# block 1

Block 1, sequential cells grouped by signal name:
Bar = 20 µm. Other sequential cells in the stronger grey, the rest of the logic in the fainter grey.
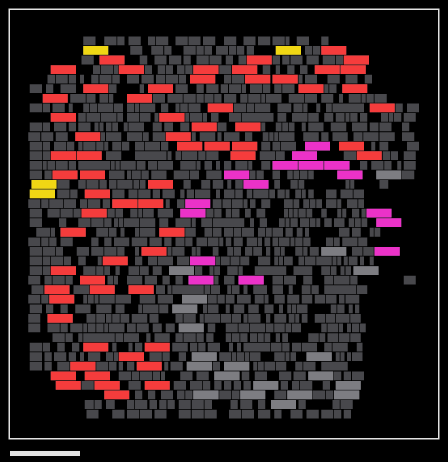
### src/rtl/pwm_pkg.sv
// Shared constants and types for the multi-channel PWM generator.
package pwm_pkg;

  localparam int unsigned MAX_CHANNELS = 16;
  localparam int unsigned MIN_WIDTH    = 2;
  localparam int unsigned MAX_WIDTH    = 32;

  localparam logic MODE_EDGE   = 1'b0;
  localparam logic MODE_CENTRE = 1'b1;

  typedef enum logic {
    DIR_UP   = 1'b0,
    DIR_DOWN = 1'b1
  } dir_e;

endpackage

### src/rtl/pwm_chan.sv
// One PWM channel: shadow duty register, compare against the shared counter,
// polarity inversion and the registered output.
module pwm_chan #(
  parameter int unsigned WIDTH = 16
) (
  input  logic             clk,
  input  logic             rst,
  input  logic             load_i,
  input  logic             active_i,
  input  logic             pol_i,
  input  logic [WIDTH-1:0] duty_i,
  input  logic [WIDTH-1:0] cnt_i,
  output logic             pwm_o
);

  logic [WIDTH-1:0] sd_q, sd_d;
  logic             pwm_q, pwm_d;

  // Next shadow duty and next output level (inactive level unless counter runs).
  always_comb begin
    sd_d  = sd_q;
    pwm_d = pol_i;
    if (load_i) begin
      sd_d = duty_i;
    end
    if (active_i && (cnt_i < sd_q)) begin
      pwm_d = ~pol_i;
    end
  end

  // Shadow duty and output registers.
  always_ff @(posedge clk) begin
    if (rst) begin
      sd_q  <= '0;
      pwm_q <= 1'b0;
    end else begin
      sd_q  <= sd_d;
      pwm_q <= pwm_d;
    end
  end

  assign pwm_o = pwm_q;

endmodule

### src/rtl/pwm_multi.sv
// Multi-channel PWM: one shared period counter (edge or centre aligned),
// double-buffered period/duty/mode loaded only at period boundaries, and a
// period-start strobe aligned with the registered channel outputs.
module pwm_multi
  import pwm_pkg::*;
#(
  parameter int unsigned CHANNELS = 4,
  parameter int unsigned WIDTH    = 16
) (
  input  logic                      clk,
  input  logic                      rst,
  input  logic                      en,
  input  logic                      mode,
  input  logic [WIDTH-1:0]          period,
  input  logic [CHANNELS*WIDTH-1:0] duty,
  input  logic [CHANNELS-1:0]       pol,
  input  logic                      update,
  output logic                      update_pending,
  output logic                      period_start,
  output logic [CHANNELS-1:0]       pwm
);

  if ((CHANNELS == 0) || (CHANNELS > MAX_CHANNELS) ||
      (WIDTH < MIN_WIDTH) || (WIDTH > MAX_WIDTH)) begin : g_cfg_err
    $error("pwm_multi: CHANNELS or WIDTH out of range");
  end

  logic [WIDTH-1:0] cnt_q, cnt_d;
  dir_e             dir_q, dir_d;
  logic [WIDTH-1:0] sp_q, sp_d;
  logic             smode_q, smode_d;
  logic             pend_q, pend_d;
  logic             pstart_q, pstart_d;

  logic             sp_zero_c;
  logic [WIDTH-1:0] last_c;
  logic             boundary_c;
  logic             load_c;
  logic             shadow_load_c;

  // Boundary detection; last count only formed for a non-zero period.
  always_comb begin
    sp_zero_c = (sp_q == '0);
    last_c    = sp_zero_c ? '0 : (sp_q - WIDTH'(1));
    if (sp_zero_c) begin
      boundary_c = 1'b1;
    end else if (smode_q == MODE_EDGE) begin
      boundary_c = (cnt_q == last_c);
    end else begin
      boundary_c = (dir_q == DIR_DOWN) && (cnt_q == '0);
    end
    load_c        = en && boundary_c && (pend_q || update);
    shadow_load_c = !en || load_c;
  end

  // Counter/direction FSM, shadow reload, pending flag and period-start strobe.
  always_comb begin
    cnt_d    = cnt_q;
    dir_d    = dir_q;
    sp_d     = sp_q;
    smode_d  = smode_q;
    pend_d   = pend_q;
    pstart_d = 1'b0;
    if (!en) begin
      sp_d    = period;
      smode_d = mode;
      cnt_d   = '0;
      dir_d   = DIR_UP;
      pend_d  = 1'b0;
    end else begin
      pstart_d = !sp_zero_c && (cnt_q == '0) && (dir_q == DIR_UP);
      if (load_c) begin
        sp_d    = period;
        smode_d = mode;
        pend_d  = 1'b0;
        cnt_d   = '0;
        dir_d   = DIR_UP;
      end else begin
        pend_d = pend_q || update;
        if (sp_zero_c) begin
          cnt_d = '0;
          dir_d = DIR_UP;
        end else if (smode_q == MODE_EDGE) begin
          dir_d = DIR_UP;
          cnt_d = (cnt_q == last_c) ? '0 : (cnt_q + WIDTH'(1));
        end else if (dir_q == DIR_UP) begin
          if (cnt_q == last_c) begin
            dir_d = DIR_DOWN;
          end else begin
            cnt_d = cnt_q + WIDTH'(1);
          end
        end else begin
          if (cnt_q == '0) begin
            dir_d = DIR_UP;
          end else begin
            cnt_d = cnt_q - WIDTH'(1);
          end
        end
      end
    end
  end

  // State registers.
  always_ff @(posedge clk) begin
    if (rst) begin
      cnt_q    <= '0;
      dir_q    <= DIR_UP;
      sp_q     <= '0;
      smode_q  <= MODE_EDGE;
      pend_q   <= 1'b0;
      pstart_q <= 1'b0;
    end else begin
      cnt_q    <= cnt_d;
      dir_q    <= dir_d;
      sp_q     <= sp_d;
      smode_q  <= smode_d;
      pend_q   <= pend_d;
      pstart_q <= pstart_d;
    end
  end

  for (genvar i = 0; i < int'(CHANNELS); i++) begin : g_chan
    pwm_chan #(
      .WIDTH(WIDTH)
    ) u_chan (
      .clk     (clk),
      .rst     (rst),
      .load_i  (shadow_load_c),
      .active_i(en && !sp_zero_c),
      .pol_i   (pol[i]),
      .duty_i  (duty[i*int'(WIDTH) +: WIDTH]),
      .cnt_i   (cnt_q),
      .pwm_o   (pwm[i])
    );
  end

  assign update_pending = pend_q;
  assign period_start   = pstart_q;

endmodule

### config.mk
export PLATFORM = sky130hd
export DESIGN_NAME = pwm_multi
export DESIGN_NICKNAME = d
export VERILOG_FILES = /design/src/rtl/pwm_pkg.sv /design/src/rtl/pwm_chan.sv /design/src/rtl/pwm_multi.sv
export SDC_FILE = /design/constraint.sdc
export NUM_CORES = 1
export LEC_CHECK = 0
export ABC_CLOCK_PERIOD_IN_PS = 7200
export CAP_MARGIN = 10
export CORE_MARGIN = 5
export CORE_UTILIZATION = 60
export CTS_CLUSTER_DIAMETER = 40
export CTS_CLUSTER_SIZE = 14
export DETAILED_ROUTE_END_ITERATION = 12
export PLACE_DENSITY = 0.88
export SYNTH_ARGS = -nofsm -noshare
export SYNTH_HDL_FRONTEND = slang
export SYNTH_SLANG_ARGS = --single-unit
### constraint.sdc
create_clock -name clk -period 7.2 [get_ports clk]
set_input_delay 1.08 -clock clk [delete_from_list [all_inputs] [get_ports clk]]
set_output_delay 1.08 -clock clk [all_outputs]
set_load 0.03 [all_outputs]
==> job_summary.md <==
### Yosys + OpenROAD results

| Metric | Value |
|---|---|
| Number of distinct library cells after synthesis | `around 67` |
| Logic family by area | `simple AND/OR/NAND/NOR gates` |
| Buffers excl. clock | `about 96` |
| DR iter-0 viols | `roughly 410` |
| DRC viols | `0` |
| Largest net degree at the start of global routing | `110` |
| WL/cell | `15.5 µm` |
| Critical path, cell by cell | `inv_1 > ha_1 > nor3b_2 > nand4_2 > nor2_1 > nor2_1 > o211ai_1 > or4b_1 > o21a_1 > o21a_4 > buf_4 > mux2i_1` |
| Multi-In Gates | `646` |
| Critical Path End Type | `register` |
| Commonest non-fill, non-tap cell in the layout | `nand2b_1` |
| RSZ-0062 raised after global routing | `false` |
| Root buf cell | `clkbuf_16` |
| RePlAce Congestion | `~0.94` |
| Status | `finished clean` |
| Detailed Place HPWL | `12.1 mm` |
| Final hold vios | `0` |
| Gr ovfl total | `0` |
| PortBufs | `between 90 and 100` |
| R2R setup slack | `~3.0 ns` |
| Synth area leaders | `dfxtp_1 28%, nand2b_1 14%, mux2i_1 11%` |
| Yosys stat area | `around 7500 µm²` |
Notes on 'sequential cells grouped by signal name' of block 1 above:
- g_chan.u_chan.sd_q: red (flops 64; where all over the die)
- g_chan.u_chan.pwm_o: yellow (flops 4)
- cnt_q: magenta (flops 16)
- not coloured: 20
flip-flop and latch area: 2080 µm²
sequential cell area share: 24.2%
Seq group: 0.643 mW
Core Util, Final: 71.1%

cell usage after synthesis, drive strengths merged, types with 11 or more instances:
cell and count:
a211oi 14, a21o 40, a21oi 27, buf 18
clkbuf 41, dfxtp 104, ha 64, inv 69
mux2i 84, nand2 27, nand2b 169, nand4 15
nor2 40, nor3 17, o21ai 18, xnor2 13
xor2 11
how the worst min path moves through the flow:
stage,slack (ns),endpoint,from,cells after the start
3_5_place_dp,0.47,g_chan[3].u_chan.sd_q[1],g_chan[3].u_chan.sd_q[1],2
5_1_grt,0.50,g_chan[3].u_chan.sd_q[1],g_chan[3].u_chan.sd_q[1],2
4_1_cts,0.48,g_chan[1].u_chan.sd_q[10],g_chan[1].u_chan.sd_q[10],2
6_report,0.48,g_chan[3].u_chan.sd_q[1],g_chan[3].u_chan.sd_q[1],2
3_3_place_gp,0.46,g_chan[0].u_chan.sd_q[14],g_chan[0].u_chan.sd_q[14],2
2_1_floorplan,0.45,g_chan[0].u_chan.sd_q[10],g_chan[0].u_chan.sd_q[10],2
sequential cells by signal, indices dropped and copies added, names as in the netlist:
signal,flops
g_chan.u_chan.pwm_o,4
update_pending,1
dir_q,1
cnt_q,16
sp_q,16
g_chan.u_chan.sd_q,64
period_start,1
smode_q,1

# block 2

Block 2, wiring by layer:
Bar = 20 µm. Only two layers are drawn.
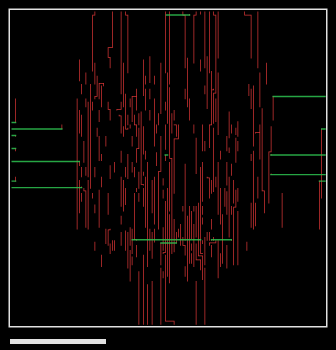
Block 2, local utilization:
7 x 7 tiles, from black (low) to pale yellow (high), 0 to 100% covered.
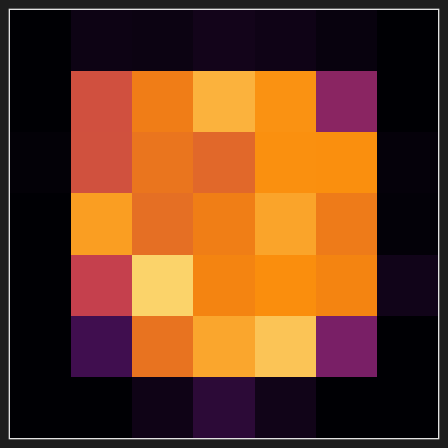
--- src/rtl/booth_pkg.sv ---
// Shared types and constants for the Booth multiplier X shift register.
package booth_pkg;
    typedef enum logic [1:0] {
        ST_IDLE  = 2'd0,
        ST_SHIFT = 2'd1,
        ST_DONE  = 2'd2
    } state_e;

    localparam int SEL_W = 3;
endpackage

--- src/rtl/booth_step_counter.sv ---
// Loadable down-counter with zero flag; holds at zero instead of wrapping.
module booth_step_counter #(
    parameter int CW = 4
) (
    input  logic          clk,
    input  logic          rst_n,
    input  logic          load_i,
    input  logic [CW-1:0] load_val_i,
    input  logic          dec_i,
    output logic [CW-1:0] cnt_o,
    output logic          zero_o
);
    logic [CW-1:0] cnt_q, cnt_d;

    always_comb begin
        cnt_d = cnt_q;
        if (load_i) begin
            cnt_d = load_val_i;
        end else if (dec_i && (cnt_q != '0)) begin
            cnt_d = cnt_q - 1'b1;
        end
    end

    always_ff @(posedge clk or negedge rst_n) begin
        if (!rst_n) begin
            cnt_q <= '0;
        end else begin
            cnt_q <= cnt_d;
        end
    end

    assign cnt_o  = cnt_q;
    assign zero_o = (cnt_q == '0);
endmodule

--- src/rtl/booth_multiplier_shreg.sv ---
// Multiplier (X) shift register for the Booth datapath: holds X and Q(-1),
// shifts in accumulator LSBs, and presents radix-2/radix-4 selector bits.
module booth_multiplier_shreg
    import booth_pkg::*;
#(
    parameter int W         = 8,
    parameter int RADIX4_EN = 1
) (
    input  logic                   clk,
    input  logic                   rst_n,
    input  logic [W-1:0]           x_in,
    input  logic                   mode_r4,
    input  logic                   ldx,
    input  logic                   shrx,
    input  logic [1:0]             s_in,
    output logic [W-1:0]           x_out,
    output logic [1:0]             s_out,
    output logic [SEL_W-1:0]       booth_sel,
    output logic                   x_zero,
    output logic [$clog2(W+1)-1:0] cnt,
    output logic                   busy,
    output logic                   done
);
    localparam int CW = $clog2(W+1);

    if ((RADIX4_EN != 0) && ((W % 2) != 0)) begin : g_bad_width
        $error("booth_multiplier_shreg: W must be even when RADIX4_EN=1");
    end

    state_e        state_q, state_d;
    logic [W-1:0]  x_q, x_d;
    logic          q_m1_q, q_m1_d;
    logic [1:0]    s_q, s_d;
    logic          mode_q, mode_d;
    logic          step;
    logic          cnt_zero;
    logic [CW-1:0] cnt_load_val;

    assign cnt_load_val = (mode_r4 && (RADIX4_EN != 0)) ? CW'(W / 2) : CW'(W);

    always_comb begin
        state_d = state_q;
        x_d     = x_q;
        q_m1_d  = q_m1_q;
        s_d     = s_q;
        mode_d  = mode_q;
        step    = 1'b0;
        if (ldx) begin
            x_d     = x_in;
            q_m1_d  = 1'b0;
            s_d     = 2'b00;
            mode_d  = mode_r4 && (RADIX4_EN != 0);
            state_d = ST_SHIFT;
        end else if (shrx && (state_q == ST_SHIFT) && !cnt_zero) begin
            step = 1'b1;
            if (mode_q) begin
                x_d    = {s_in, x_q[W-1:2]};
                q_m1_d = x_q[1];
                s_d    = x_q[1:0];
            end else begin
                x_d    = {s_in[0], x_q[W-1:1]};
                q_m1_d = x_q[0];
                s_d    = {1'b0, x_q[0]};
            end
            // Final step: the counter is about to reach zero on this edge.
            if (cnt == CW'(1)) begin
                state_d = ST_DONE;
            end
        end
    end

    always_ff @(posedge clk or negedge rst_n) begin
        if (!rst_n) begin
            state_q <= ST_IDLE;
            x_q     <= '0;
            q_m1_q  <= 1'b0;
            s_q     <= 2'b00;
            mode_q  <= 1'b0;
        end else begin
            state_q <= state_d;
            x_q     <= x_d;
            q_m1_q  <= q_m1_d;
            s_q     <= s_d;
            mode_q  <= mode_d;
        end
    end

    booth_step_counter #(.CW(CW)) u_cnt (
        .clk        (clk),
        .rst_n      (rst_n),
        .load_i     (ldx),
        .load_val_i (cnt_load_val),
        .dec_i      (step),
        .cnt_o      (cnt),
        .zero_o     (cnt_zero)
    );

    assign x_out     = x_q;
    assign s_out     = s_q;
    assign booth_sel = mode_q ? {x_q[1:0], q_m1_q} : {1'b0, x_q[0], q_m1_q};
    assign x_zero    = x_q[0];
    assign busy      = (state_q == ST_SHIFT);
    assign done      = (state_q == ST_DONE);
endmodule

--- config.mk ---
export PLATFORM = sky130hd
export DESIGN_NAME = booth_multiplier_shreg
export DESIGN_NICKNAME = d
export VERILOG_FILES = /design/src/rtl/booth_pkg.sv /design/src/rtl/booth_step_counter.sv /design/src/rtl/booth_multiplier_shreg.sv
export SDC_FILE = /design/constraint.sdc
export NUM_CORES = 1
export LEC_CHECK = 0
export ABC_AREA = 1
export CORE_MARGIN = 8
export CORE_UTILIZATION = 46
export DETAILED_ROUTE_END_ITERATION = 6
export PLACE_DENSITY = 0.79
export SKIP_LAST_GASP = 1
export SLEW_MARGIN = 5
export SYNTH_ARGS = -nofsm -noshare
export SYNTH_HDL_FRONTEND = slang
export SYNTH_HIERARCHICAL = 1
export SYNTH_SLANG_ARGS = --single-unit
--- constraint.sdc ---
create_clock -name clk -period 1.7 [get_ports clk]
set_input_delay 0.255 -clock clk [delete_from_list [all_inputs] [get_ports clk]]
set_output_delay 0.255 -clock clk [all_outputs]
set_load 0.02 [all_outputs]
==> job_summary.md <==
### Yosys + OpenROAD results

| Metric | Value |
|---|---|
| Status | `finished clean` |
| CP Depth | `2` |
| Seq/Total Area, Yosys | `a little under 40%` |
| PD cells | `between 900 and 1000 nW/µm²` |
| Int Pwr | `roughly 0.93 mW` |
| N_taps | `30` |
| Max Used Layer | `met4` |
| WL met2 | `between 1 and 1.5 mm` |
| Critical Path AT | `approximately 1.4 ns` |
| Clk_skew | `approximately 0.0022 ns` |
| Logic share of the area | `a little over a third` |
| Sequential cell area share | `between 20 and 30%` |
| Via count of the first global-routing pass | `roughly 1,100` |
| Global routing's busiest layer | `met2` |
| Critical Path Sink | `cnt[0]` |
| Clock latency at the later pin of the worst-skew pair | `slightly below 0.3 ns` |
| Leak | `0.942 nW` |
| Final-layout clock buffer total | `4` |
| H-Tree Depth | `1` |
| Critical path, cell by cell | `buf_4 > clkdlybuf4s50_1` |
| Top Family by Delay on Critical Path | `buffers and inverters` |
| Pre-CTS WS | `~0.062 ns` |
| Layout cells sized above 1 | `approximately a tenth` |
| Layout Cells excl Fill | `247` |
| Tool warning count | `26` |
| Syn Inst Count | `about 180` |
| GR Util All Layers | `about 14%` |
| Yosys cell count | `between 150 and 200` |
| Worst r2r path cells | `11` |
| Detailed Place HPWL | `2.23 mm` |
About 'wiring by layer' of block 2:
- metal 2: red (wire length 1,480 µm)
- metal 3: green (wire length 104 µm)

About 'local utilization' of block 2:
- tiles over 75% full: 20%
- emptiest ninth of the die: south-west
- nearly empty tiles: 31%
- mean over tiles: 35%

==> kinds of logic (layout without fill, tap and decap cells) <==
| group | Yosys count | after routing | share of synthesized area (%) |
|---|---|---|---|
| compound gates | 4 | 4 | 1.74 |
| fa+ha+maj | 1 | 1 | 1.09 |
| buf+inv | 33 | 69 | 12.7 |
| flops | 18 | 18 | 39.2 |
| other cells | 1 | 2 | 0.326 |
| simple gates | 123 | 123 | 44.9 |
==> timing repair <==
action	CTS	global route
resized	3	8
setup endpoints to repair	3	19
setup buffers	0	0
==> cell usage after synthesis <==
cell	number
nand2_1	94
inv_1	21
dfrtp_1	18
nand3_1	14
nor2_1	5
inv_2	4
buf_2	3
buf_4	3
nand2_2	3
o21ai_0	3
nand3b_1	2
nor2_2	2
a21oi_1	1
buf_6	1
clkinv_1	1
conb_1	1
ha_1	1
nand2_4	1
nand4_1	1
nor2_4	1
==> worst reg2reg max path, stage by stage, from the launching register on <==
cell     delay, ns
dfrtp_1       0.37
inv_1         0.07
ha_1          0.25
nand2_2       0.11
inv_1         0.04
inv_1         0.06
nand4_1       0.12
nor2_2        0.17
nand2_4       0.09
nand2_2       0.08
nand2_1       0.07
nand2_1       0.06


==> notes/layouts.md <==
Pictures saved along the way, in no particular order.

Track usage over the die.
image #1
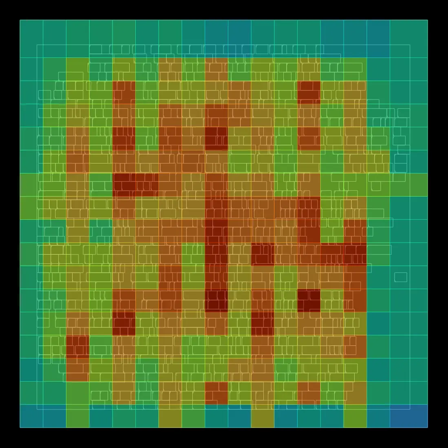
image #2
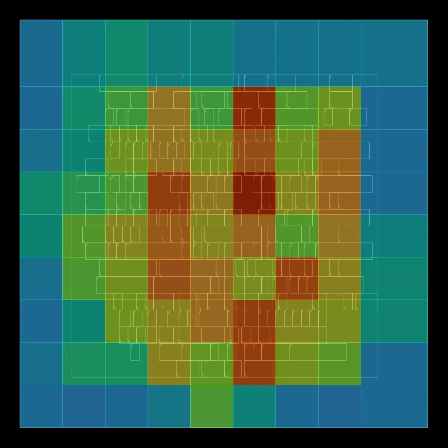
- image #1 = block 1
- image #2 = block 2
The one with the most wire per cell is image #1.

Power figures rest on the tool's default switching activity, not on a simulated workload.
